######## block 1 ########
block_1/m1.png
Scale: 3 px per µm. Supply wires on this layer in grey.
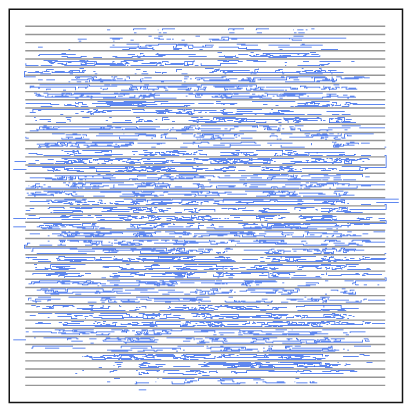

--- config.mk ---
export PLATFORM = sky130hd
export DESIGN_NAME = irq_arbiter
export DESIGN_NICKNAME = d
export VERILOG_FILES = /design/src/rtl/irq_arbiter.sv
export SDC_FILE = /design/constraint.sdc
export NUM_CORES = 1
export LEC_CHECK = 0
export ABC_AREA = 1
export CORE_MARGIN = 5
export CORE_UTILIZATION = 57
export DETAILED_ROUTE_END_ITERATION = 7
export DONT_BUFFER_PORTS = 1
export GPL_TIMING_DRIVEN = 0
export PLACE_DENSITY = 0.75
export SYNTH_ARGS = -nofsm -noshare
export SYNTH_HDL_FRONTEND = slang
export SYNTH_SLANG_ARGS = --single-unit
--- constraint.sdc ---
create_clock -name i_clk -period 1.3 [get_ports i_clk]
set_clock_uncertainty 0.05 [all_clocks]
set_input_delay 0.195 -clock i_clk [delete_from_list [all_inputs] [get_ports i_clk]]
set_output_delay 0.195 -clock i_clk [all_outputs]
set_load 0.03 [all_outputs]
--- src/rtl/irq_arbiter.sv ---
`default_nettype none
// ============================================================================
// Module   : irq_arbiter
// Brief    : Edge-triggered interrupt sequencer. Latches pending sources,
//            picks the lowest-index eligible one, hands its vector to the
//            core over a req/ack handshake and holds off further requests
//            until end-of-interrupt.
// Revision : 1.0 - initial release
// ============================================================================
module irq_arbiter #(
    parameter int          NUM_IRQ   = 4,
    parameter logic [31:0] RESET_VEC = 32'h0000_0000
) (
    input  logic               i_clk,
    input  logic               i_rst_n,
    input  logic [NUM_IRQ-1:0] i_trigger,
    input  logic               i_wr_en,
    input  logic [2:0]         i_addr,
    input  logic [31:0]        i_wr_port,
    input  logic               i_ack,
    input  logic               i_eoi,
    output logic               o_int,
    output logic [31:0]        o_addr,
    output logic [2:0]         o_id,
    output logic               o_busy,
    output logic [NUM_IRQ-1:0] o_pending
);

    typedef enum logic [1:0] {
        ST_IDLE = 2'd0,
        ST_REQ  = 2'd1,
        ST_SVC  = 2'd2
    } state_t;

    state_t               state;
    state_t               state_n;

    logic [NUM_IRQ-1:0]   prev;
    logic [NUM_IRQ-1:0]   pending;
    logic [NUM_IRQ-1:0]   pending_n;
    logic [NUM_IRQ-1:0]   enable;
    logic                 gen;
    logic [NUM_IRQ-1:0]   sel_oh;
    logic [2:0]           id_q;
    logic [31:0]          addr_q;

    logic [NUM_IRQ*32-1:0] vec_flat;

    logic [NUM_IRQ-1:0]   edges;
    logic [NUM_IRQ-1:0]   eligible;
    logic [NUM_IRQ-1:0]   pick_oh;
    logic [2:0]           pick_id;
    logic [31:0]          pick_vec;
    logic                 load_sel;
    logic                 ack_take;

    logic                 wr_mask;
    logic                 wr_gen;
    logic                 wr_clr;

    assign edges    = i_trigger & ~prev;
    assign eligible = pending & enable & {NUM_IRQ{gen}};
    assign wr_mask  = i_wr_en && (i_addr == 3'd4);
    assign wr_gen   = i_wr_en && (i_addr == 3'd5);
    assign wr_clr   = i_wr_en && (i_addr == 3'd6);

    // Vector storage: only the first four sources share the address space
    // with the control registers, so sources 4+ are hard-wired to RESET_VEC.
    for (genvar k = 0; k < NUM_IRQ; k++) begin : g_vec
        if (k < 4) begin : g_wr
            logic [31:0] vec_q;
            // Per-source vector register, loaded from the config port.
            always_ff @(posedge i_clk or negedge i_rst_n) begin
                if (!i_rst_n)
                    vec_q <= RESET_VEC;
                else if (i_wr_en && (i_addr == 3'(k)))
                    vec_q <= i_wr_port;
            end
            assign vec_flat[k*32 +: 32] = vec_q;
        end else begin : g_ro
            assign vec_flat[k*32 +: 32] = RESET_VEC;
        end
    end

    // Fixed-priority pick: scanning downward leaves the lowest set index.
    always_comb begin
        pick_id  = '0;
        pick_vec = RESET_VEC;
        pick_oh  = '0;
        for (int k = NUM_IRQ - 1; k >= 0; k--) begin
            if (eligible[k]) begin
                pick_id     = 3'(k);
                pick_vec    = vec_flat[k*32 +: 32];
                pick_oh     = '0;
                pick_oh[k]  = 1'b1;
            end
        end
    end

    // Next-state logic for the request/service sequence.
    always_comb begin
        state_n  = state;
        load_sel = 1'b0;
        ack_take = 1'b0;
        case (state)
            ST_IDLE: begin
                if (|eligible) begin
                    state_n  = ST_REQ;
                    load_sel = 1'b1;
                end
            end
            ST_REQ: begin
                // Ack wins over a disable that lands in the same cycle.
                if (i_ack) begin
                    state_n  = ST_SVC;
                    ack_take = 1'b1;
                end else if (!gen || ((sel_oh & enable) == '0)) begin
                    state_n  = ST_IDLE;
                end
            end
            ST_SVC: begin
                if (i_eoi)
                    state_n = ST_IDLE;
            end
            default: state_n = ST_IDLE;
        endcase
    end

    // Pending update: clears first, new edges applied last so a set wins.
    always_comb begin
        pending_n = pending;
        if (wr_clr)
            pending_n = pending_n & ~i_wr_port[NUM_IRQ-1:0];
        if (ack_take)
            pending_n = pending_n & ~sel_oh;
        pending_n = pending_n | edges;
    end

    // FSM state register.
    always_ff @(posedge i_clk or negedge i_rst_n) begin
        if (!i_rst_n)
            state <= ST_IDLE;
        else
            state <= state_n;
    end

    // Trigger history, pending bits and control registers.
    always_ff @(posedge i_clk or negedge i_rst_n) begin
        if (!i_rst_n) begin
            prev    <= '0;
            pending <= '0;
            enable  <= '0;
            gen     <= 1'b0;
        end else begin
            prev    <= i_trigger;
            pending <= pending_n;
            if (wr_mask)
                enable <= i_wr_port[NUM_IRQ-1:0];
            if (wr_gen)
                gen <= i_wr_port[0];
        end
    end

    // Selection capture; frozen until the next pick out of IDLE.
    always_ff @(posedge i_clk or negedge i_rst_n) begin
        if (!i_rst_n) begin
            sel_oh <= '0;
            id_q   <= '0;
            addr_q <= '0;
        end else if (load_sel) begin
            sel_oh <= pick_oh;
            id_q   <= pick_id;
            addr_q <= pick_vec;
        end
    end

    assign o_int     = (state == ST_REQ);
    assign o_busy    = (state == ST_SVC);
    assign o_id      = id_q;
    assign o_addr    = addr_q;
    assign o_pending = pending;

endmodule
`default_nettype wire

######## block 2 ########
[src/rtl/oam_dma_if.sv]
// Signal bundle between the OAM DMA engine, the CPU register port, the bus and the PPU OAM port.
interface oam_dma_if;
  logic        reg_write;
  logic [7:0]  reg_d_wr;
  logic [7:0]  reg_d_rd;
  logic        dma_active;
  logic [15:0] dma_src_addr;
  logic        bus_rd;
  logic [7:0]  bus_d_in;
  logic [7:0]  oam_addr;
  logic [7:0]  oam_d_wr;
  logic        oam_write;
  logic        done;

  modport master (
    input  reg_write, reg_d_wr, bus_d_in,
    output reg_d_rd, dma_active, dma_src_addr, bus_rd, oam_addr, oam_d_wr, oam_write, done
  );

  modport slave (
    output reg_write, reg_d_wr, bus_d_in,
    input  reg_d_rd, dma_active, dma_src_addr, bus_rd, oam_addr, oam_d_wr, oam_write, done
  );
endinterface

[src/rtl/oam_dma_engine.sv]
// OAM DMA initiator: copies LEN bytes from {src_hi, 8'h00} into OAM, one byte per BYTE_CYCLES.
module oam_dma_engine #(
  parameter int unsigned LEN         = 160,
  parameter int unsigned BYTE_CYCLES = 4,
  parameter int unsigned START_DELAY = 4
) (
  input  logic        clk,
  input  logic        reset,
  oam_dma_if.master   io_bus
);

  localparam int unsigned SlotW   = $clog2(BYTE_CYCLES);
  localparam int unsigned WaitMax = (START_DELAY > 0) ? START_DELAY - 1 : 0;
  localparam int unsigned WaitW   = (WaitMax > 0) ? $clog2(WaitMax + 1) : 1;

  localparam logic [SlotW-1:0] SlotLast = SlotW'(BYTE_CYCLES - 1);
  localparam logic [SlotW-1:0] SlotOne  = SlotW'(1);
  localparam logic [WaitW-1:0] WaitLast = WaitW'(WaitMax);
  localparam logic [7:0]       IdxLast  = 8'(LEN - 1);

  typedef enum logic [1:0] {StIdle, StStart, StXfer} state_e;

  state_e            r_state, w_state_d;
  logic [7:0]        r_idx, w_idx_d;
  logic [SlotW-1:0]  r_slot, w_slot_d;
  logic [WaitW-1:0]  r_wait, w_wait_d;
  logic [7:0]        r_src_hi, w_src_hi_d;
  logic [7:0]        r_raw, w_raw_d;
  logic              r_done, w_done_d;
  logic              w_bus_rd;
  logic              w_oam_write;

  always_ff @(posedge clk) begin
    if (reset) begin
      r_state  <= StIdle;
      r_idx    <= '0;
      r_slot   <= '0;
      r_wait   <= '0;
      r_src_hi <= '0;
      r_raw    <= '0;
      r_done   <= 1'b0;
    end else begin
      r_state  <= w_state_d;
      r_idx    <= w_idx_d;
      r_slot   <= w_slot_d;
      r_wait   <= w_wait_d;
      r_src_hi <= w_src_hi_d;
      r_raw    <= w_raw_d;
      r_done   <= w_done_d;
    end
  end

  always_comb begin
    w_state_d   = r_state;
    w_idx_d     = r_idx;
    w_slot_d    = r_slot;
    w_wait_d    = r_wait;
    w_src_hi_d  = r_src_hi;
    w_raw_d     = r_raw;
    w_done_d    = 1'b0;
    w_bus_rd    = 1'b0;
    w_oam_write = 1'b0;

    unique case (r_state)
      StIdle: ;
      StStart: begin
        if (r_wait == WaitLast) begin
          w_state_d = StXfer;
          w_wait_d  = '0;
        end else begin
          w_wait_d = r_wait + WaitW'(1);
        end
      end
      StXfer: begin
        w_bus_rd    = (r_slot == '0);
        // A restart landing on the write slot drops that byte.
        w_oam_write = (r_slot == SlotOne) && !io_bus.reg_write;
        if (r_slot == SlotLast) begin
          w_slot_d = '0;
          if (r_idx == IdxLast) begin
            w_state_d = StIdle;
            w_done_d  = 1'b1;
          end else begin
            w_idx_d = r_idx + 8'd1;
          end
        end else begin
          w_slot_d = r_slot + SlotW'(1);
        end
      end
      default: w_state_d = StIdle;
    endcase

    // A register write restarts from any state and overrides completion.
    if (io_bus.reg_write) begin
      w_raw_d    = io_bus.reg_d_wr;
      w_src_hi_d = (io_bus.reg_d_wr >= 8'hE0) ? io_bus.reg_d_wr - 8'h20 : io_bus.reg_d_wr;
      w_idx_d    = '0;
      w_slot_d   = '0;
      w_wait_d   = '0;
      w_done_d   = 1'b0;
      w_state_d  = (START_DELAY == 0) ? StXfer : StStart;
    end
  end

  assign io_bus.dma_active   = (r_state != StIdle);
  assign io_bus.dma_src_addr = {r_src_hi, r_idx};
  assign io_bus.bus_rd       = w_bus_rd;
  assign io_bus.oam_write    = w_oam_write;
  assign io_bus.oam_addr     = r_idx;
  assign io_bus.oam_d_wr     = w_oam_write ? io_bus.bus_d_in : 8'h00;
  assign io_bus.reg_d_rd     = r_raw;
  assign io_bus.done         = r_done;

endmodule

[src/flat_wrapper.sv]
// flat-port wrapper written by rule: the top's interface ports become plain ports
module oam_dma_engine_flat 
#(
  parameter int unsigned LEN         = 160,
  parameter int unsigned BYTE_CYCLES = 4,
  parameter int unsigned START_DELAY = 4
)
  (clk, reset, io_bus_reg_write, io_bus_reg_d_wr, io_bus_bus_d_in, io_bus_reg_d_rd, io_bus_dma_active, io_bus_dma_src_addr, io_bus_bus_rd, io_bus_oam_addr, io_bus_oam_d_wr, io_bus_oam_write, io_bus_done);
  oam_dma_if io_bus_i ();
  input  logic clk;
  input  logic reset;
  input wire logic [$bits(io_bus_i.reg_write)-1:0] io_bus_reg_write;
  input wire logic [$bits(io_bus_i.reg_d_wr)-1:0] io_bus_reg_d_wr;
  input wire logic [$bits(io_bus_i.bus_d_in)-1:0] io_bus_bus_d_in;
  output wire logic [$bits(io_bus_i.reg_d_rd)-1:0] io_bus_reg_d_rd;
  output wire logic [$bits(io_bus_i.dma_active)-1:0] io_bus_dma_active;
  output wire logic [$bits(io_bus_i.dma_src_addr)-1:0] io_bus_dma_src_addr;
  output wire logic [$bits(io_bus_i.bus_rd)-1:0] io_bus_bus_rd;
  output wire logic [$bits(io_bus_i.oam_addr)-1:0] io_bus_oam_addr;
  output wire logic [$bits(io_bus_i.oam_d_wr)-1:0] io_bus_oam_d_wr;
  output wire logic [$bits(io_bus_i.oam_write)-1:0] io_bus_oam_write;
  output wire logic [$bits(io_bus_i.done)-1:0] io_bus_done;
  assign io_bus_i.reg_write = io_bus_reg_write;
  assign io_bus_i.reg_d_wr = io_bus_reg_d_wr;
  assign io_bus_i.bus_d_in = io_bus_bus_d_in;
  assign io_bus_reg_d_rd = io_bus_i.reg_d_rd;
  assign io_bus_dma_active = io_bus_i.dma_active;
  assign io_bus_dma_src_addr = io_bus_i.dma_src_addr;
  assign io_bus_bus_rd = io_bus_i.bus_rd;
  assign io_bus_oam_addr = io_bus_i.oam_addr;
  assign io_bus_oam_d_wr = io_bus_i.oam_d_wr;
  assign io_bus_oam_write = io_bus_i.oam_write;
  assign io_bus_done = io_bus_i.done;
  oam_dma_engine #(.LEN(LEN), .BYTE_CYCLES(BYTE_CYCLES), .START_DELAY(START_DELAY)) u_core (.clk(clk), .reset(reset), .io_bus(io_bus_i));
endmodule
[config.mk]
export PLATFORM = sky130hd
export DESIGN_NAME = oam_dma_engine_flat
export DESIGN_NICKNAME = d
export VERILOG_FILES = /design/src/rtl/oam_dma_if.sv /design/src/rtl/oam_dma_engine.sv /design/src/flat_wrapper.sv
export SDC_FILE = /design/constraint.sdc
export NUM_CORES = 1
export LEC_CHECK = 0
export CAP_MARGIN = 20
export CELL_PAD_IN_SITES_DETAIL_PLACEMENT = 1
export CELL_PAD_IN_SITES_GLOBAL_PLACEMENT = 1
export CORE_ASPECT_RATIO = 1.1
export CORE_UTILIZATION = 32
export CTS_CLUSTER_SIZE = 25
export DETAILED_ROUTE_END_ITERATION = 10
export PLACE_DENSITY_LB_ADDON = 0.15
export SLEW_MARGIN = 25
export SYNTH_ARGS = -nofsm -noshare
export SYNTH_HDL_FRONTEND = slang
export SYNTH_SLANG_ARGS = --single-unit
[constraint.sdc]
create_clock -name clk -period 3.65 [get_ports clk]
set_clock_uncertainty 0.05 [all_clocks]
set_input_delay 0.73 -clock clk [delete_from_list [all_inputs] [get_ports clk]]
set_output_delay 0.73 -clock clk [all_outputs]
set_load 0.02 [all_outputs]
######## block 3 ########
<file path="config.mk">
export PLATFORM = sky130hd
export DESIGN_NAME = sys_top_flat
export DESIGN_NICKNAME = d
export VERILOG_FILES = /design/src/rtl/sys_top_pkg.sv /design/src/rtl/sys_top_if.sv /design/src/rtl/sys_top_uart_rx_frame.sv /design/src/rtl/sys_top.sv /design/src/flat_wrapper.sv
export SDC_FILE = /design/constraint.sdc
export NUM_CORES = 1
export LEC_CHECK = 0
export ABC_AREA = 1
export CORE_UTILIZATION = 59
export DETAILED_ROUTE_END_ITERATION = 6
export GPL_TIMING_DRIVEN = 0
export PLACE_DENSITY_LB_ADDON = 0.15
export SLEW_MARGIN = 5
export SYNTH_ARGS = -nofsm -noshare
export SYNTH_HDL_FRONTEND = slang
export SYNTH_SLANG_ARGS = --single-unit
</file>
<file path="constraint.sdc">
create_clock -name UART_CLK -period 23.9 [get_ports UART_CLK]
set_input_delay 4.78 -clock UART_CLK [delete_from_list [all_inputs] [get_ports UART_CLK]]
set_output_delay 4.78 -clock UART_CLK [all_outputs]
set_load 0.01 [all_outputs]
</file>
<file path="src/rtl/sys_top_pkg.sv">
// rtl/sys_top_pkg.sv - shared command codes, enums and framing constants for sys_top
package sys_top_pkg;

  localparam logic [7:0] CMD_RF_WR   = 8'hAA;
  localparam logic [7:0] CMD_RF_RD   = 8'hBB;
  localparam logic [7:0] CMD_ALU_OP  = 8'hCC;
  localparam logic [7:0] CMD_ALU_NOP = 8'hDD;

  // XOR of the data bits and the parity bit must equal this value (odd parity)
  localparam logic PARITY_ODD = 1'b1;

  // idle-high clocks inserted between the two bytes of an ALU result
  localparam int GAP_CLKS = 8;

  typedef enum logic [3:0] {
    ALU_ADD, ALU_SUB, ALU_MUL, ALU_DIV,
    ALU_AND, ALU_OR, ALU_NAND, ALU_NOR,
    ALU_XOR, ALU_XNOR, ALU_CMP_EQ, ALU_CMP_GT,
    ALU_CMP_LT, ALU_SHR, ALU_SHL, ALU_ZERO
  } alu_fn_e;

  typedef enum logic [3:0] {
    IDLE, WR_ADDR, WR_DATA, RD_ADDR, OP_A, OP_B,
    ALU_FN, NOOP_FN, TX_LO, TX_GAP, TX_HI
  } ctrl_state_e;

endpackage

</file>
<file path="src/rtl/sys_top_if.sv">
// rtl/sys_top_if.sv - serial link and error-flag bundle of sys_top
interface sys_top_if;
  logic RX_IN;
  logic TX_OUT;
  logic par_err;
  logic stp_err;

  modport master (output RX_IN, input TX_OUT, input par_err, input stp_err);
  modport slave  (input RX_IN, output TX_OUT, output par_err, output stp_err);
endinterface

</file>
<file path="src/rtl/sys_top_uart_rx_frame.sv">
// rtl/sys_top_uart_rx_frame.sv - UART receiver: synchronizer, mid-bit sampling, parity/stop check
module uart_rx_frame
  import sys_top_pkg::*;
#(
  parameter int Data_width = 8,
  parameter int Prescale   = 8
) (
  input  logic                  clk,
  input  logic                  rst,
  input  logic                  rx_in,
  output logic [Data_width-1:0] rx_data,
  output logic                  rx_valid,
  output logic                  rx_bad,
  output logic                  par_err,
  output logic                  stp_err
);
  localparam int CW = $clog2(Prescale + 1);
  localparam int BW = $clog2(Data_width + 1);

  typedef enum logic [2:0] {RX_IDLE, RX_START, RX_DATA, RX_PAR, RX_STOP} rx_state_e;

  rx_state_e state_q, state_d;
  logic sync1, sync2;
  logic [CW-1:0] cnt;
  logic [BW-1:0] bit_idx;
  logic [Data_width-1:0] shreg;
  logic par_bit;
  logic mid, last, bad_par, bad_stp;

  assign mid     = (cnt == CW'(Prescale / 2));
  assign last    = (cnt == CW'(Prescale - 1));
  assign bad_par = ((^{shreg, par_bit}) != PARITY_ODD);
  assign bad_stp = !sync2;

  // two-flop synchronizer; resets to the idle-high line level
  always_ff @(posedge clk or posedge rst) begin
    if (rst) begin
      sync1 <= 1'b1;
      sync2 <= 1'b1;
    end else begin
      sync1 <= rx_in;
      sync2 <= sync1;
    end
  end

  // receiver state register
  always_ff @(posedge clk or posedge rst) begin
    if (rst) state_q <= RX_IDLE;
    else     state_q <= state_d;
  end

  // receiver next state; a start bit that is high again at mid-bit is a glitch
  always_comb begin
    state_d = state_q;
    case (state_q)
      RX_IDLE:  if (!sync2) state_d = RX_START;
      RX_START: if (mid && sync2) state_d = RX_IDLE;
                else if (last) state_d = RX_DATA;
      RX_DATA:  if (last && bit_idx == BW'(Data_width)) state_d = RX_PAR;
      RX_PAR:   if (last) state_d = RX_STOP;
      RX_STOP:  if (mid) state_d = RX_IDLE;
      default:  state_d = RX_IDLE;
    endcase
  end

  // bit timing, deserializer and end-of-frame verdict
  always_ff @(posedge clk or posedge rst) begin
    if (rst) begin
      cnt      <= '0;
      bit_idx  <= '0;
      shreg    <= '0;
      par_bit  <= 1'b0;
      rx_data  <= '0;
      rx_valid <= 1'b0;
      rx_bad   <= 1'b0;
      par_err  <= 1'b0;
      stp_err  <= 1'b0;
    end else begin
      rx_valid <= 1'b0;
      rx_bad   <= 1'b0;
      if (state_q == RX_IDLE) begin
        cnt     <= '0;
        bit_idx <= '0;
      end else begin
        cnt <= last ? '0 : cnt + 1'b1;
        if (mid) begin
          case (state_q)
            RX_DATA: begin
              shreg   <= {sync2, shreg[Data_width-1:1]};
              bit_idx <= bit_idx + 1'b1;
            end
            RX_PAR: par_bit <= sync2;
            RX_STOP: begin
              par_err <= bad_par;
              stp_err <= bad_stp;
              if (bad_par || bad_stp) begin
                rx_bad <= 1'b1;
              end else begin
                rx_valid <= 1'b1;
                rx_data  <= shreg;
              end
            end
            default: ;
          endcase
        end
      end
    end
  end
endmodule

</file>
<file path="src/rtl/sys_top.sv">
// rtl/sys_top.sv - UART-commanded register file and ALU with serial responses
module sys_top
  import sys_top_pkg::*;
#(
  parameter int Data_width = 8,
  parameter int DEPTH      = 16,
  parameter int Prescale   = 8
) (
  input  logic     UART_CLK,
  input  logic     RST,
  sys_top_if.slave uart
);
  localparam int AW  = $clog2(DEPTH);
  localparam int CW  = $clog2(Prescale + 1);
  localparam int FW  = Data_width + 3;
  localparam int BW  = $clog2(FW + 1);
  localparam int DW2 = 2 * Data_width;

  logic [Data_width-1:0] rx_data;
  logic rx_valid, rx_bad, par_err_w, stp_err_w;

  uart_rx_frame #(.Data_width(Data_width), .Prescale(Prescale)) u_rx (
    .clk(UART_CLK), .rst(RST), .rx_in(uart.RX_IN), .rx_data(rx_data),
    .rx_valid(rx_valid), .rx_bad(rx_bad), .par_err(par_err_w), .stp_err(stp_err_w)
  );
  assign uart.par_err = par_err_w;
  assign uart.stp_err = stp_err_w;

  logic [Data_width-1:0] rf [DEPTH];
  ctrl_state_e state_q, state_d;
  logic [AW-1:0] addr_q;
  logic [DW2-1:0] resp_q, alu_res, a_ext, b_ext;
  logic resp_two_q;
  logic [3:0] gap_cnt;
  logic rf_we;
  logic [AW-1:0] rf_waddr;
  logic [Data_width-1:0] rf_wdata, tx_byte;
  logic tx_start, tx_busy, tx_done;
  logic [FW-1:0] tx_shreg;
  logic [CW-1:0] tx_cnt;
  logic [BW-1:0] tx_bits;

  assign a_ext = {{Data_width{1'b0}}, rf[0]};
  assign b_ext = {{Data_width{1'b0}}, rf[1]};

  // ALU on reg0/reg1, function taken from the byte currently being accepted
  always_comb begin
    alu_res = '0;
    case (alu_fn_e'(rx_data[3:0]))
      ALU_ADD:    alu_res = a_ext + b_ext;
      ALU_SUB:    alu_res = a_ext - b_ext;
      ALU_MUL:    alu_res = a_ext * b_ext;
      ALU_DIV:    alu_res = (rf[1] == '0) ? '0 : a_ext / b_ext;
      ALU_AND:    alu_res = a_ext & b_ext;
      ALU_OR:     alu_res = a_ext | b_ext;
      ALU_NAND:   alu_res = {{Data_width{1'b0}}, ~(rf[0] & rf[1])};
      ALU_NOR:    alu_res = {{Data_width{1'b0}}, ~(rf[0] | rf[1])};
      ALU_XOR:    alu_res = a_ext ^ b_ext;
      ALU_XNOR:   alu_res = {{Data_width{1'b0}}, ~(rf[0] ^ rf[1])};
      ALU_CMP_EQ: alu_res = (rf[0] == rf[1]) ? DW2'(1) : '0;
      ALU_CMP_GT: alu_res = (rf[0] > rf[1]) ? DW2'(2) : '0;
      ALU_CMP_LT: alu_res = (rf[0] < rf[1]) ? DW2'(3) : '0;
      ALU_SHR:    alu_res = a_ext >> 1;
      ALU_SHL:    alu_res = a_ext << 1;
      default:    alu_res = '0;
    endcase
  end

  // controller state register
  always_ff @(posedge UART_CLK or posedge RST) begin
    if (RST) state_q <= IDLE;
    else     state_q <= state_d;
  end

  // controller next state, register-file writes and transmit requests
  always_comb begin
    state_d  = state_q;
    tx_start = 1'b0;
    tx_byte  = '0;
    rf_we    = 1'b0;
    rf_waddr = '0;
    rf_wdata = '0;
    case (state_q)
      IDLE: if (rx_valid) begin
        case (rx_data)
          CMD_RF_WR:   state_d = WR_ADDR;
          CMD_RF_RD:   state_d = RD_ADDR;
          CMD_ALU_OP:  state_d = OP_A;
          CMD_ALU_NOP: state_d = NOOP_FN;
          default:     state_d = IDLE;
        endcase
      end
      WR_ADDR: if (rx_valid) state_d = WR_DATA;
      WR_DATA: if (rx_valid) begin
        rf_we = 1'b1; rf_waddr = addr_q; rf_wdata = rx_data; state_d = IDLE;
      end
      RD_ADDR: if (rx_valid) begin
        tx_start = 1'b1; tx_byte = rf[rx_data[AW-1:0]]; state_d = TX_LO;
      end
      OP_A: if (rx_valid) begin
        rf_we = 1'b1; rf_waddr = AW'(0); rf_wdata = rx_data; state_d = OP_B;
      end
      OP_B: if (rx_valid) begin
        rf_we = 1'b1; rf_waddr = AW'(1); rf_wdata = rx_data; state_d = ALU_FN;
      end
      ALU_FN, NOOP_FN: if (rx_valid) begin
        tx_start = 1'b1; tx_byte = alu_res[Data_width-1:0]; state_d = TX_LO;
      end
      TX_LO:  if (tx_done) state_d = resp_two_q ? TX_GAP : IDLE;
      TX_GAP: if (gap_cnt == 4'(GAP_CLKS - 1)) begin
        tx_start = 1'b1; tx_byte = resp_q[DW2-1:Data_width]; state_d = TX_HI;
      end
      TX_HI:  if (tx_done) state_d = IDLE;
      default: state_d = IDLE;
    endcase
    // a corrupted frame abandons any half-received command; responses run to completion
    if (rx_bad && !(state_q inside {TX_LO, TX_GAP, TX_HI})) state_d = IDLE;
  end

  // command operands captured across frames and the gap timer
  always_ff @(posedge UART_CLK or posedge RST) begin
    if (RST) begin
      addr_q     <= '0;
      resp_q     <= '0;
      resp_two_q <= 1'b0;
      gap_cnt    <= '0;
    end else begin
      if (state_q == WR_ADDR && rx_valid) addr_q <= rx_data[AW-1:0];
      if (state_q == RD_ADDR && rx_valid) resp_two_q <= 1'b0;
      if ((state_q == ALU_FN || state_q == NOOP_FN) && rx_valid) begin
        resp_q     <= alu_res;
        resp_two_q <= 1'b1;
      end
      gap_cnt <= (state_q == TX_GAP) ? gap_cnt + 1'b1 : '0;
    end
  end

  // register file
  always_ff @(posedge UART_CLK or posedge RST) begin
    if (RST) begin
      for (int i = 0; i < DEPTH; i++) rf[i] <= '0;
    end else if (rf_we) begin
      rf[rf_waddr] <= rf_wdata;
    end
  end

  assign tx_done = tx_busy && (tx_cnt == CW'(Prescale - 1)) && (tx_bits == BW'(FW - 1));

  // transmit serializer: start, data LSB first, odd parity, stop
  always_ff @(posedge UART_CLK or posedge RST) begin
    if (RST) begin
      tx_busy  <= 1'b0;
      tx_shreg <= '1;
      tx_cnt   <= '0;
      tx_bits  <= '0;
    end else if (tx_start) begin
      tx_busy  <= 1'b1;
      tx_shreg <= {1'b1, PARITY_ODD ^ (^tx_byte), tx_byte, 1'b0};
      tx_cnt   <= '0;
      tx_bits  <= '0;
    end else if (tx_busy) begin
      if (tx_cnt == CW'(Prescale - 1)) begin
        tx_cnt   <= '0;
        tx_shreg <= {1'b1, tx_shreg[FW-1:1]};
        tx_bits  <= tx_bits + 1'b1;
        if (tx_done) tx_busy <= 1'b0;
      end else begin
        tx_cnt <= tx_cnt + 1'b1;
      end
    end
  end

  assign uart.TX_OUT = tx_busy ? tx_shreg[0] : 1'b1;
endmodule

</file>
<file path="src/flat_wrapper.sv">
// flat-port wrapper written by rule: the top's interface ports become plain ports
module sys_top_flat import sys_top_pkg::*;
#(
  parameter int Data_width = 8,
  parameter int DEPTH      = 16,
  parameter int Prescale   = 8
)
  (UART_CLK, RST, uart_RX_IN, uart_TX_OUT, uart_par_err, uart_stp_err);
  sys_top_if uart_i ();
  input  logic UART_CLK;
  input  logic RST;
  input wire logic [$bits(uart_i.RX_IN)-1:0] uart_RX_IN;
  output wire logic [$bits(uart_i.TX_OUT)-1:0] uart_TX_OUT;
  output wire logic [$bits(uart_i.par_err)-1:0] uart_par_err;
  output wire logic [$bits(uart_i.stp_err)-1:0] uart_stp_err;
  assign uart_i.RX_IN = uart_RX_IN;
  assign uart_TX_OUT = uart_i.TX_OUT;
  assign uart_par_err = uart_i.par_err;
  assign uart_stp_err = uart_i.stp_err;
  sys_top #(.Data_width(Data_width), .DEPTH(DEPTH), .Prescale(Prescale)) u_core (.UART_CLK(UART_CLK), .RST(RST), .uart(uart_i));
endmodule
</file>
######## block 4 ########
File: src/rtl/cpu_ctrl_if.sv
// Handshake/bus bundle between the control unit and its datapath/host.
// The master side drives run/din; the slave (cpu_ctrl) returns the control strobes.
interface cpu_ctrl_if #(
    parameter int word = 16,
    parameter int NREG = 8
);
    logic            run;
    logic [word-1:0] din;
    logic            ir_in;
    logic [NREG-1:0] r_in;
    logic [NREG-1:0] r_out;
    logic            a_in;
    logic            g_in;
    logic            g_out;
    logic            din_out;
    logic [1:0]      alu_op;
    logic            done;
    logic [8:0]      ir_q;

    modport master (
        output run, din,
        input  ir_in, r_in, r_out, a_in, g_in, g_out, din_out, alu_op, done, ir_q
    );

    modport slave (
        input  run, din,
        output ir_in, r_in, r_out, a_in, g_in, g_out, din_out, alu_op, done, ir_q
    );
endinterface

File: src/rtl/cpu_ctrl.sv
// Multi-cycle control unit: fetches a 9-bit instruction, then sequences T1..T3
// with control strobes decoded combinationally from step, IR and run.
module cpu_ctrl #(
    parameter int word = 16,
    parameter int NREG = 8
) (
    input  logic        clk,
    input  logic        rst_n,
    cpu_ctrl_if.slave   bus
);
    typedef enum logic [1:0] {T0 = 2'd0, T1 = 2'd1, T2 = 2'd2, T3 = 2'd3} step_t;

    localparam logic [2:0] OP_MV  = 3'b000;
    localparam logic [2:0] OP_MVI = 3'b001;
    localparam logic [2:0] OP_ADD = 3'b010;
    localparam logic [2:0] OP_SUB = 3'b011;

    step_t      r_step;
    logic [8:0] r_ir;

    logic [2:0]      w_op;
    logic [2:0]      w_x;
    logic [2:0]      w_y;
    logic            w_addsub;
    logic [NREG-1:0] w_x_hot;
    logic [NREG-1:0] w_y_hot;
    logic            w_unused_din;

    assign w_op     = r_ir[8:6];
    assign w_x      = r_ir[5:3];
    assign w_y      = r_ir[2:0];
    assign w_addsub = (w_op == OP_ADD) || (w_op == OP_SUB);
    assign w_x_hot  = NREG'(1) << w_x;
    assign w_y_hot  = NREG'(1) << w_y;
    assign w_unused_din = ^bus.din[word-1:9];

    assign bus.ir_q = r_ir;

    // Step/IR sequencing; only add/sub continue past T1, anything else returns to T0.
    always_ff @(posedge clk or negedge rst_n) begin
        if (!rst_n) begin
            r_step <= T0;
            r_ir   <= '0;
        end else begin
            unique case (r_step)
                T0: begin
                    if (bus.run) begin
                        r_ir   <= bus.din[8:0];
                        r_step <= T1;
                    end
                end
                T1:      r_step <= w_addsub ? T2 : T0;
                T2:      r_step <= w_addsub ? T3 : T0;
                default: r_step <= T0;
            endcase
        end
    end

    // Gated by rst_n so that run=1 during reset cannot raise ir_in.
    always_comb begin
        bus.ir_in   = 1'b0;
        bus.r_in    = '0;
        bus.r_out   = '0;
        bus.a_in    = 1'b0;
        bus.g_in    = 1'b0;
        bus.g_out   = 1'b0;
        bus.din_out = 1'b0;
        bus.alu_op  = 2'b00;
        bus.done    = 1'b0;
        if (rst_n) begin
            unique case (r_step)
                T0: bus.ir_in = bus.run;
                T1: begin
                    if (w_op == OP_MV) begin
                        bus.r_out = w_y_hot;
                        bus.r_in  = w_x_hot;
                        bus.done  = 1'b1;
                    end else if (w_op == OP_MVI) begin
                        bus.din_out = 1'b1;
                        bus.r_in    = w_x_hot;
                        bus.done    = 1'b1;
                    end else if (w_addsub) begin
                        bus.r_out = w_x_hot;
                        bus.a_in  = 1'b1;
                    end else begin
                        bus.done = 1'b1;
                    end
                end
                T2: begin
                    if (w_addsub) begin
                        bus.r_out  = w_y_hot;
                        bus.g_in   = 1'b1;
                        bus.alu_op = (w_op == OP_ADD) ? 2'b01 : 2'b10;
                    end
                end
                default: begin
                    if (w_addsub) begin
                        bus.g_out = 1'b1;
                        bus.r_in  = w_x_hot;
                        bus.done  = 1'b1;
                    end
                end
            endcase
        end
    end
endmodule

File: src/flat_wrapper.sv
// flat-port wrapper written by rule: the top's interface ports become plain ports
module cpu_ctrl_flat 
#(
    parameter int word = 16,
    parameter int NREG = 8
)
  (clk, rst_n, bus_run, bus_din, bus_ir_in, bus_r_in, bus_r_out, bus_a_in, bus_g_in, bus_g_out, bus_din_out, bus_alu_op, bus_done, bus_ir_q);
  cpu_ctrl_if #(.word(word), .NREG(NREG)) bus_i ();
  input  logic clk;
  input  logic rst_n;
  input wire logic [$bits(bus_i.run)-1:0] bus_run;
  input wire logic [$bits(bus_i.din)-1:0] bus_din;
  output wire logic [$bits(bus_i.ir_in)-1:0] bus_ir_in;
  output wire logic [$bits(bus_i.r_in)-1:0] bus_r_in;
  output wire logic [$bits(bus_i.r_out)-1:0] bus_r_out;
  output wire logic [$bits(bus_i.a_in)-1:0] bus_a_in;
  output wire logic [$bits(bus_i.g_in)-1:0] bus_g_in;
  output wire logic [$bits(bus_i.g_out)-1:0] bus_g_out;
  output wire logic [$bits(bus_i.din_out)-1:0] bus_din_out;
  output wire logic [$bits(bus_i.alu_op)-1:0] bus_alu_op;
  output wire logic [$bits(bus_i.done)-1:0] bus_done;
  output wire logic [$bits(bus_i.ir_q)-1:0] bus_ir_q;
  assign bus_i.run = bus_run;
  assign bus_i.din = bus_din;
  assign bus_ir_in = bus_i.ir_in;
  assign bus_r_in = bus_i.r_in;
  assign bus_r_out = bus_i.r_out;
  assign bus_a_in = bus_i.a_in;
  assign bus_g_in = bus_i.g_in;
  assign bus_g_out = bus_i.g_out;
  assign bus_din_out = bus_i.din_out;
  assign bus_alu_op = bus_i.alu_op;
  assign bus_done = bus_i.done;
  assign bus_ir_q = bus_i.ir_q;
  cpu_ctrl #(.word(word), .NREG(NREG)) u_core (.clk(clk), .rst_n(rst_n), .bus(bus_i));
endmodule
File: config.mk
export PLATFORM = sky130hd
export DESIGN_NAME = cpu_ctrl_flat
export DESIGN_NICKNAME = d
export VERILOG_FILES = /design/src/rtl/cpu_ctrl_if.sv /design/src/rtl/cpu_ctrl.sv /design/src/flat_wrapper.sv
export SDC_FILE = /design/constraint.sdc
export NUM_CORES = 1
export LEC_CHECK = 0
export CAP_MARGIN = 10
export CORE_UTILIZATION = 35
export CTS_CLUSTER_DIAMETER = 30
export DETAILED_ROUTE_END_ITERATION = 10
export PLACE_DENSITY = 0.85
export REMOVE_ABC_BUFFERS = 1
export SLEW_MARGIN = 10
export SYNTH_ARGS = -nofsm -noshare
export SYNTH_HDL_FRONTEND = slang
export SYNTH_SLANG_ARGS = --single-unit
File: constraint.sdc
create_clock -name clk -period 1.4 [get_ports clk]
set_input_delay 0.21 -clock clk [delete_from_list [all_inputs] [get_ports clk]]
set_output_delay 0.21 -clock clk [all_outputs]
set_load 0.03 [all_outputs]
block_2/m3.png
Scale: 4 px per µm.
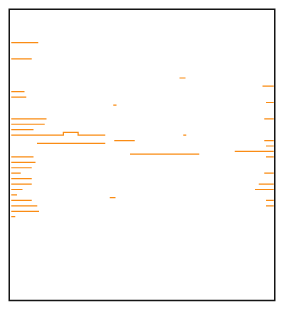
wire length on this layer: 189 µm
nets with wire on the layer: 35
share of all routed wire: 5.3%
main direction: horizontal
vias after detailed routing: 1265
final WL: 3.601 mm

==> notes.md, block 2 <==
flow finished, numbers: unrepaired setup endpoints after global routing=false, post-CTS sizing=0, setup TNS=0 ns, number of distinct library cells after synthesis=43, Yosys reg bits=26, Worst Min Path Start=u_core.r_src_hi[5], # Cells Yosys=155, cell type with the largest total area=dfxtp_1, initial antenna violation count=0, mux frac, synth=0.1041, Top Layout Cells=clkdlybuf4s50_1, dfxtp_1, mux2i_1, nor2_1, nand2_1, GRT overflow=0, Die ar.=4781 µm², Adder Share, Synth=0.05204, Yosys top cell by instances=dfxtp_1, outcome=finished clean, leading cell category by total area=multi-input combinational cells, element type at the critical path end=primary output, Initial DRC Count=57, family with the most delay on the worst path=buffers and inverters, kind of critical path=input port to primary output, drt wl/cell=13.96 µm, synthesis-to-layout area growth=44.23%, cells along the critical path=clkdlybuf4s50_1, and3b_1, and2_4, clkdlybuf4s50_1, yosys xor share=0, Placement Rows=25, CTS buffer count=3
[block 2: per-layer routing]
metal	GRT usage	part of all wire	routed length (µm)
met1	0.1785	0.40	1443
met4	0.07565	0.017	62
met5	0	0	0
met2	0.2993	0.53	1906
met3	0.02830	0.052	189
[block 2: metrics by stage]
step	hold WS (ns)	utilization	worst slack, ns	cell area [µm²]
2_1_floorplan	0.4146	-	1.619	1443
3_3_place_gp	0.4072	0.4655	0.5965	2009
3_5_place_dp	0.4222	0.4655	0.5060	2009
4_1_cts	0.4383	0.4820	0.5050	2081
5_1_grt	0.4714	0.4820	0.4671	2081
6_report	0.4274	0.4820	0.5185	2081
[block 2: tightest hold or removal path, delay by kind of cell, from the launching register on]
kind | cells | cell delay [ns]
flops | 1 | 0.33
simple gates | 1 | 0.06
compound gates | 1 | 0.05
[block 2: kinds of logic after synthesis]
family                     after synthesis
and+or+nand+nor                         67
DFF                                     26
adders and majority gates                6
buffers and inverters                   25
muxes                                   15
AOI/OAI and AO/OA                       16
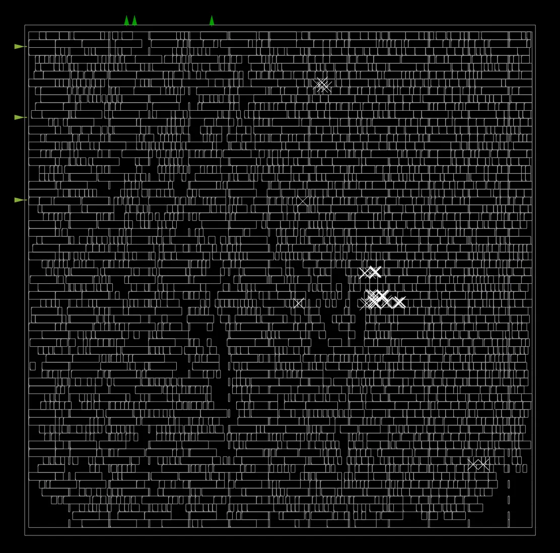
block_3/placed.png
core area: 29800 µm²
Fill cells: 1963

==> notes.md, block 3 <==
flow finished, numbers: Top Layout Cells=nand2_1, buf_4, inv_1, failing checks=DRC, setup timing, startpoint types=register, Hold Crit Depth=0, ao+oa area frac=0.1803, FF-to-FF End=u_core.tx_shreg[1], Max Slew Vio Count=0, Yosys reg bits=202, DRC Markers=100, outcome=finished with violations, number of distinct library cells after synthesis=65, CTS tree=done, non-filler cells, final=3214, Final setup viols=4, I/O Buffers=5, tool warnings=53, final setup margin=-4.034 ns, Yosys Chip Area=17950 µm², asr flop ratio synth=1.000, yosys xor share=0.04099
-- block 3: flip-flops by register name, summed over array words and instances (netlist names), 8 cells and up --
signal and cells:
u_core.tx_shreg 10, u_core.a_ext 8, u_core.resp_q 8, u_core.rf 112, u_core.u_rx.rx_data 8, u_core.b_ext 8, u_core.u_rx.shreg 8
-- block 3: repair_timing --
| item | 4_1_cts | 5_1_grt |
|---|---|---|
| resized | 145 | 188 |
| cloned | 1 | 0 |
| pin swaps | 121 | 171 |
| endpoints found under the setup margin | 4 | 3 |
| setup buffers | 255 | 70 |
-- block 3: per-layer routing --
metal | GRT usage | part of all wire | vias up
met5 | 0 | 0.0017 | -
met4 | 0.2690 | 0.098 | 8
met3 | 0.06115 | 0.13 | 701
met2 | 0.6617 | 0.43 | 1600
met1 | 0.4490 | 0.34 | 9630
li1 | - | - | 8815
-- block 3: cell type report --
class / count / share of cell area
clock inverters: 9 / 0.007398
inverters: 354 / 0.06122
repair inverters: 1 / 0.0002680
multi-input cells: 1824 / 0.5396
well taps: 390 / 0.02091
flip-flops and latches: 202 / 0.2179
clock buffers: 27 / 0.02477
repair buffers: 331 / 0.1102
plain buffers: 75 / 0.01764
diodes: 1 / 0.0001072
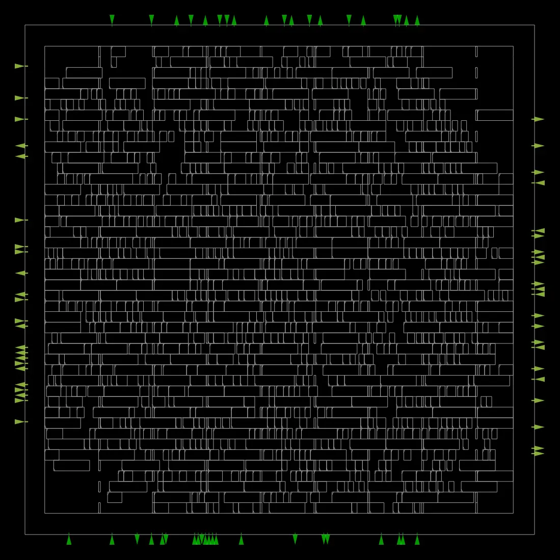
block_1/placed.png
num sequential: 181
core area: 14370 µm²
# Taps: 184
final core occ: 0.7300

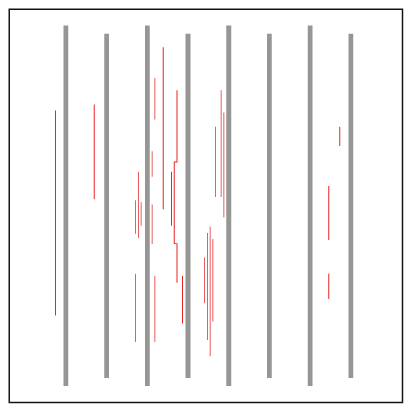
block_1/m4.png
Scale: 3 px per µm. Supply wires on this layer in grey.
longest straight run: 68.0 µm
share of all routed wire: 2.6%
nets with wire on the layer: 19
vias after detailed routing: 7581
final WL: 24.16 mm

About block_1/m1.png:
wire length on this layer: 9720 µm
main direction: horizontal
longest straight run: 43.7 µm
met1 Use GR: 0.3751

==> notes.md, block 1 <==
flow finished, numbers: # Cells Yosys=1045, final count of hold timing violations=182, failing checks=hold timing, setup timing, Clock Sinks=181, Non-clock buffers=134, outcome=finished with violations, pre-CTS WS=-0.5086 ns, worst endpoint required time=1.58 ns, non-filler cells, final=1327, number of distinct library cells after synthesis=22, leading cell category by total area=sequential cells, final setup margin=-0.3905 ns, worst hold slack=-0.6031 ns, cells along the critical path=buf_6, nand3_4, nand2_4, nand2_8, nand2_8, buf_8, nand2_1, nor2_2, nor2_1, Final min period=1.690 ns, register share after synthesis=0.5467, ANT cells=0, simple-gate share of the synthesized area=0.2733, startpoint types=register, largest net degree at the start of global routing=182, cell type with the largest total area=dfrtp_1, Initial DRC Count=771, IO Pins=85, Largest register FFs=128, Final setup viols=42, initial antenna violation count=0, Post-synth top cells=nand2_1, dfrtp_1, nor2_1
[block 1: routing by layer]
layer,up-vias,part of all wire,GRT usage
li1,3517,-,-
met1,3617,0.40,0.3751
met2,391,0.48,0.4650
met3,56,0.088,0.07724
met4,0,0.025,0.1028
met5,-,0,0
[block 1: worst max-delay path by stage]
stage / startpoint / to / slack [ns] / depth (start not counted)
finish: o_pending[0] / o_addr[28] / -0.39 / 9
global placement: gen / o_addr[7] / -0.49 / 8
floorplan: o_pending[0] / o_addr[16] / -0.09 / 10
global route: o_pending[0] / o_addr[28] / -0.43 / 9
detailed placement: gen / o_addr[14] / -0.51 / 8
CTS: o_pending[0] / o_addr[29] / -0.31 / 9
[block 1: critical path: cells and delay by family (launching register included)]
kind                   cells  cell delay (ns)
buffers and inverters      2             0.32
AND/OR/NAND/NOR            7             0.73
flip-flops                 1             0.49
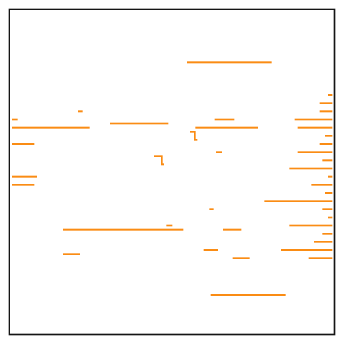
block_4/m3.png
Scale: 6 px per µm.
main direction: horizontal
share of all routed wire: 4.7%
wire length on this layer: 181 µm
vias after detailed routing: 1174
met3 usage: 0.02825
final WL: 3.869 mm

==> notes.md, block 4 <==
flow finished, numbers: total track usage=0.2537, cells along the critical path=buf_6, buf_6, ha_4, nor3b_4, o211ai_1, buf_4, nor3_2, buf_4, Initial DRC Count=16, final setup margin=-0.7290 ns, CTS tree=done, Final setup viols=26, Clock Sinks=11, failing checks=setup timing, synth warn=0, outcome=finished with violations, mapped cell area=944.7 µm², GRT overflow=0, IO Pins=52, Data buffer area share=0.3833, I/O Buffers=44, Seq area share=0.1417
block 4: worst register-to-register path: cells and delay by family, from the launching register on:
kind                     cells  cell delay (ns)
buffers and inverters        4             0.51
flip-flops                   1             0.41
AND/OR/NAND/NOR              1             0.24
AND-OR/OR-AND                2             0.23
adder cells (fa/ha/maj)      1             0.17
block 4: flip-flops by register name, indices dropped and copies added (netlist names):
register,count
u_core.r_step,2
u_core.bus.ir_q,9
block 4: metrics by stage:
step | utilization | hold slack [ns] | TNS, ns | std cells
floorplan | - | -0.08559 | -11.68 | 97
global route | 0.7738 | 0.3996 | -15.39 | 214
global placement | 0.6136 | 0.5660 | -7.375 | 199
detailed placement | 0.6136 | 0.5728 | -8.386 | 199
CTS | 0.7227 | 0.3552 | -12.67 | 211
finish | 0.7738 | 0.4055 | -13.75 | 214
block 4: synthesized netlist by cell type (all sizes together), types with 4 or more instances:
cell type and n:
nand4 4, o32ai 4, mux2 9, inv 7
dfrtp 11, and2 4, nor2 8, ha 5
buf 4, nand2 5, nor2b 6, and3 4


## Gallery

The metal 2 layer.
shot_01.png
Scale: 1.5 px per µm. Cells faint in the background.
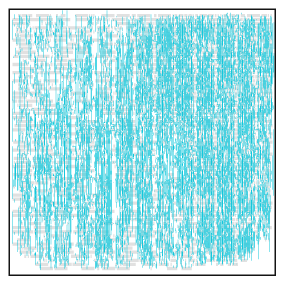
shot_02.png
Scale: 4 px per µm. Cells faint in the background.
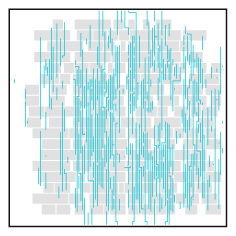
shot_03.png
Scale: 4 px per µm. Cells faint in the background.
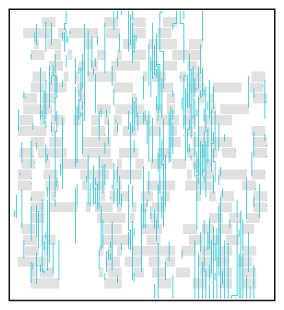
shot_04.png
Scale: 2 px per µm. Cells faint in the background.
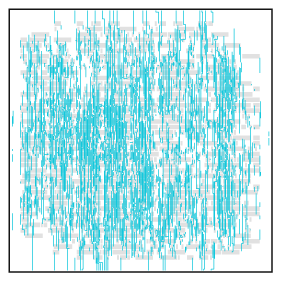
shot_01.png comes from block 3.
shot_03.png comes from block 2.
shot_04.png comes from block 1.
shot_02.png comes from block 4.
- smallest die: shot_02.png
- largest die: shot_01.png


==> gallery <==
Met1 routing.
(a)
Scale: 4 px per µm. Supply wires on this layer in grey.
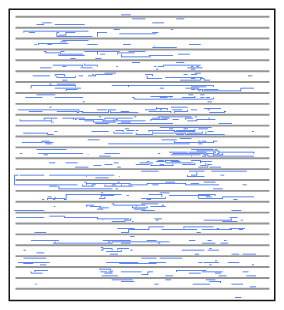
(b)
Scale: 6 px per µm. Supply wires on this layer in grey.
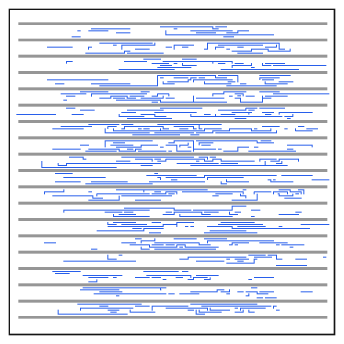
(c)
Scale: 2 px per µm. Supply wires on this layer in grey.
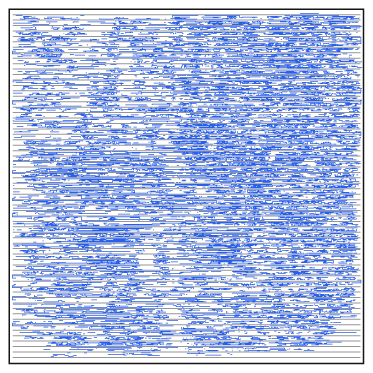
- largest die: (c)
- smallest die: (b)
block 4 -> (b)
block 3 -> (c)
block 2 -> (a)

Key to (c):
nets with wire on the layer: 2875
longest straight run: 62.6 µm
main direction: horizontal

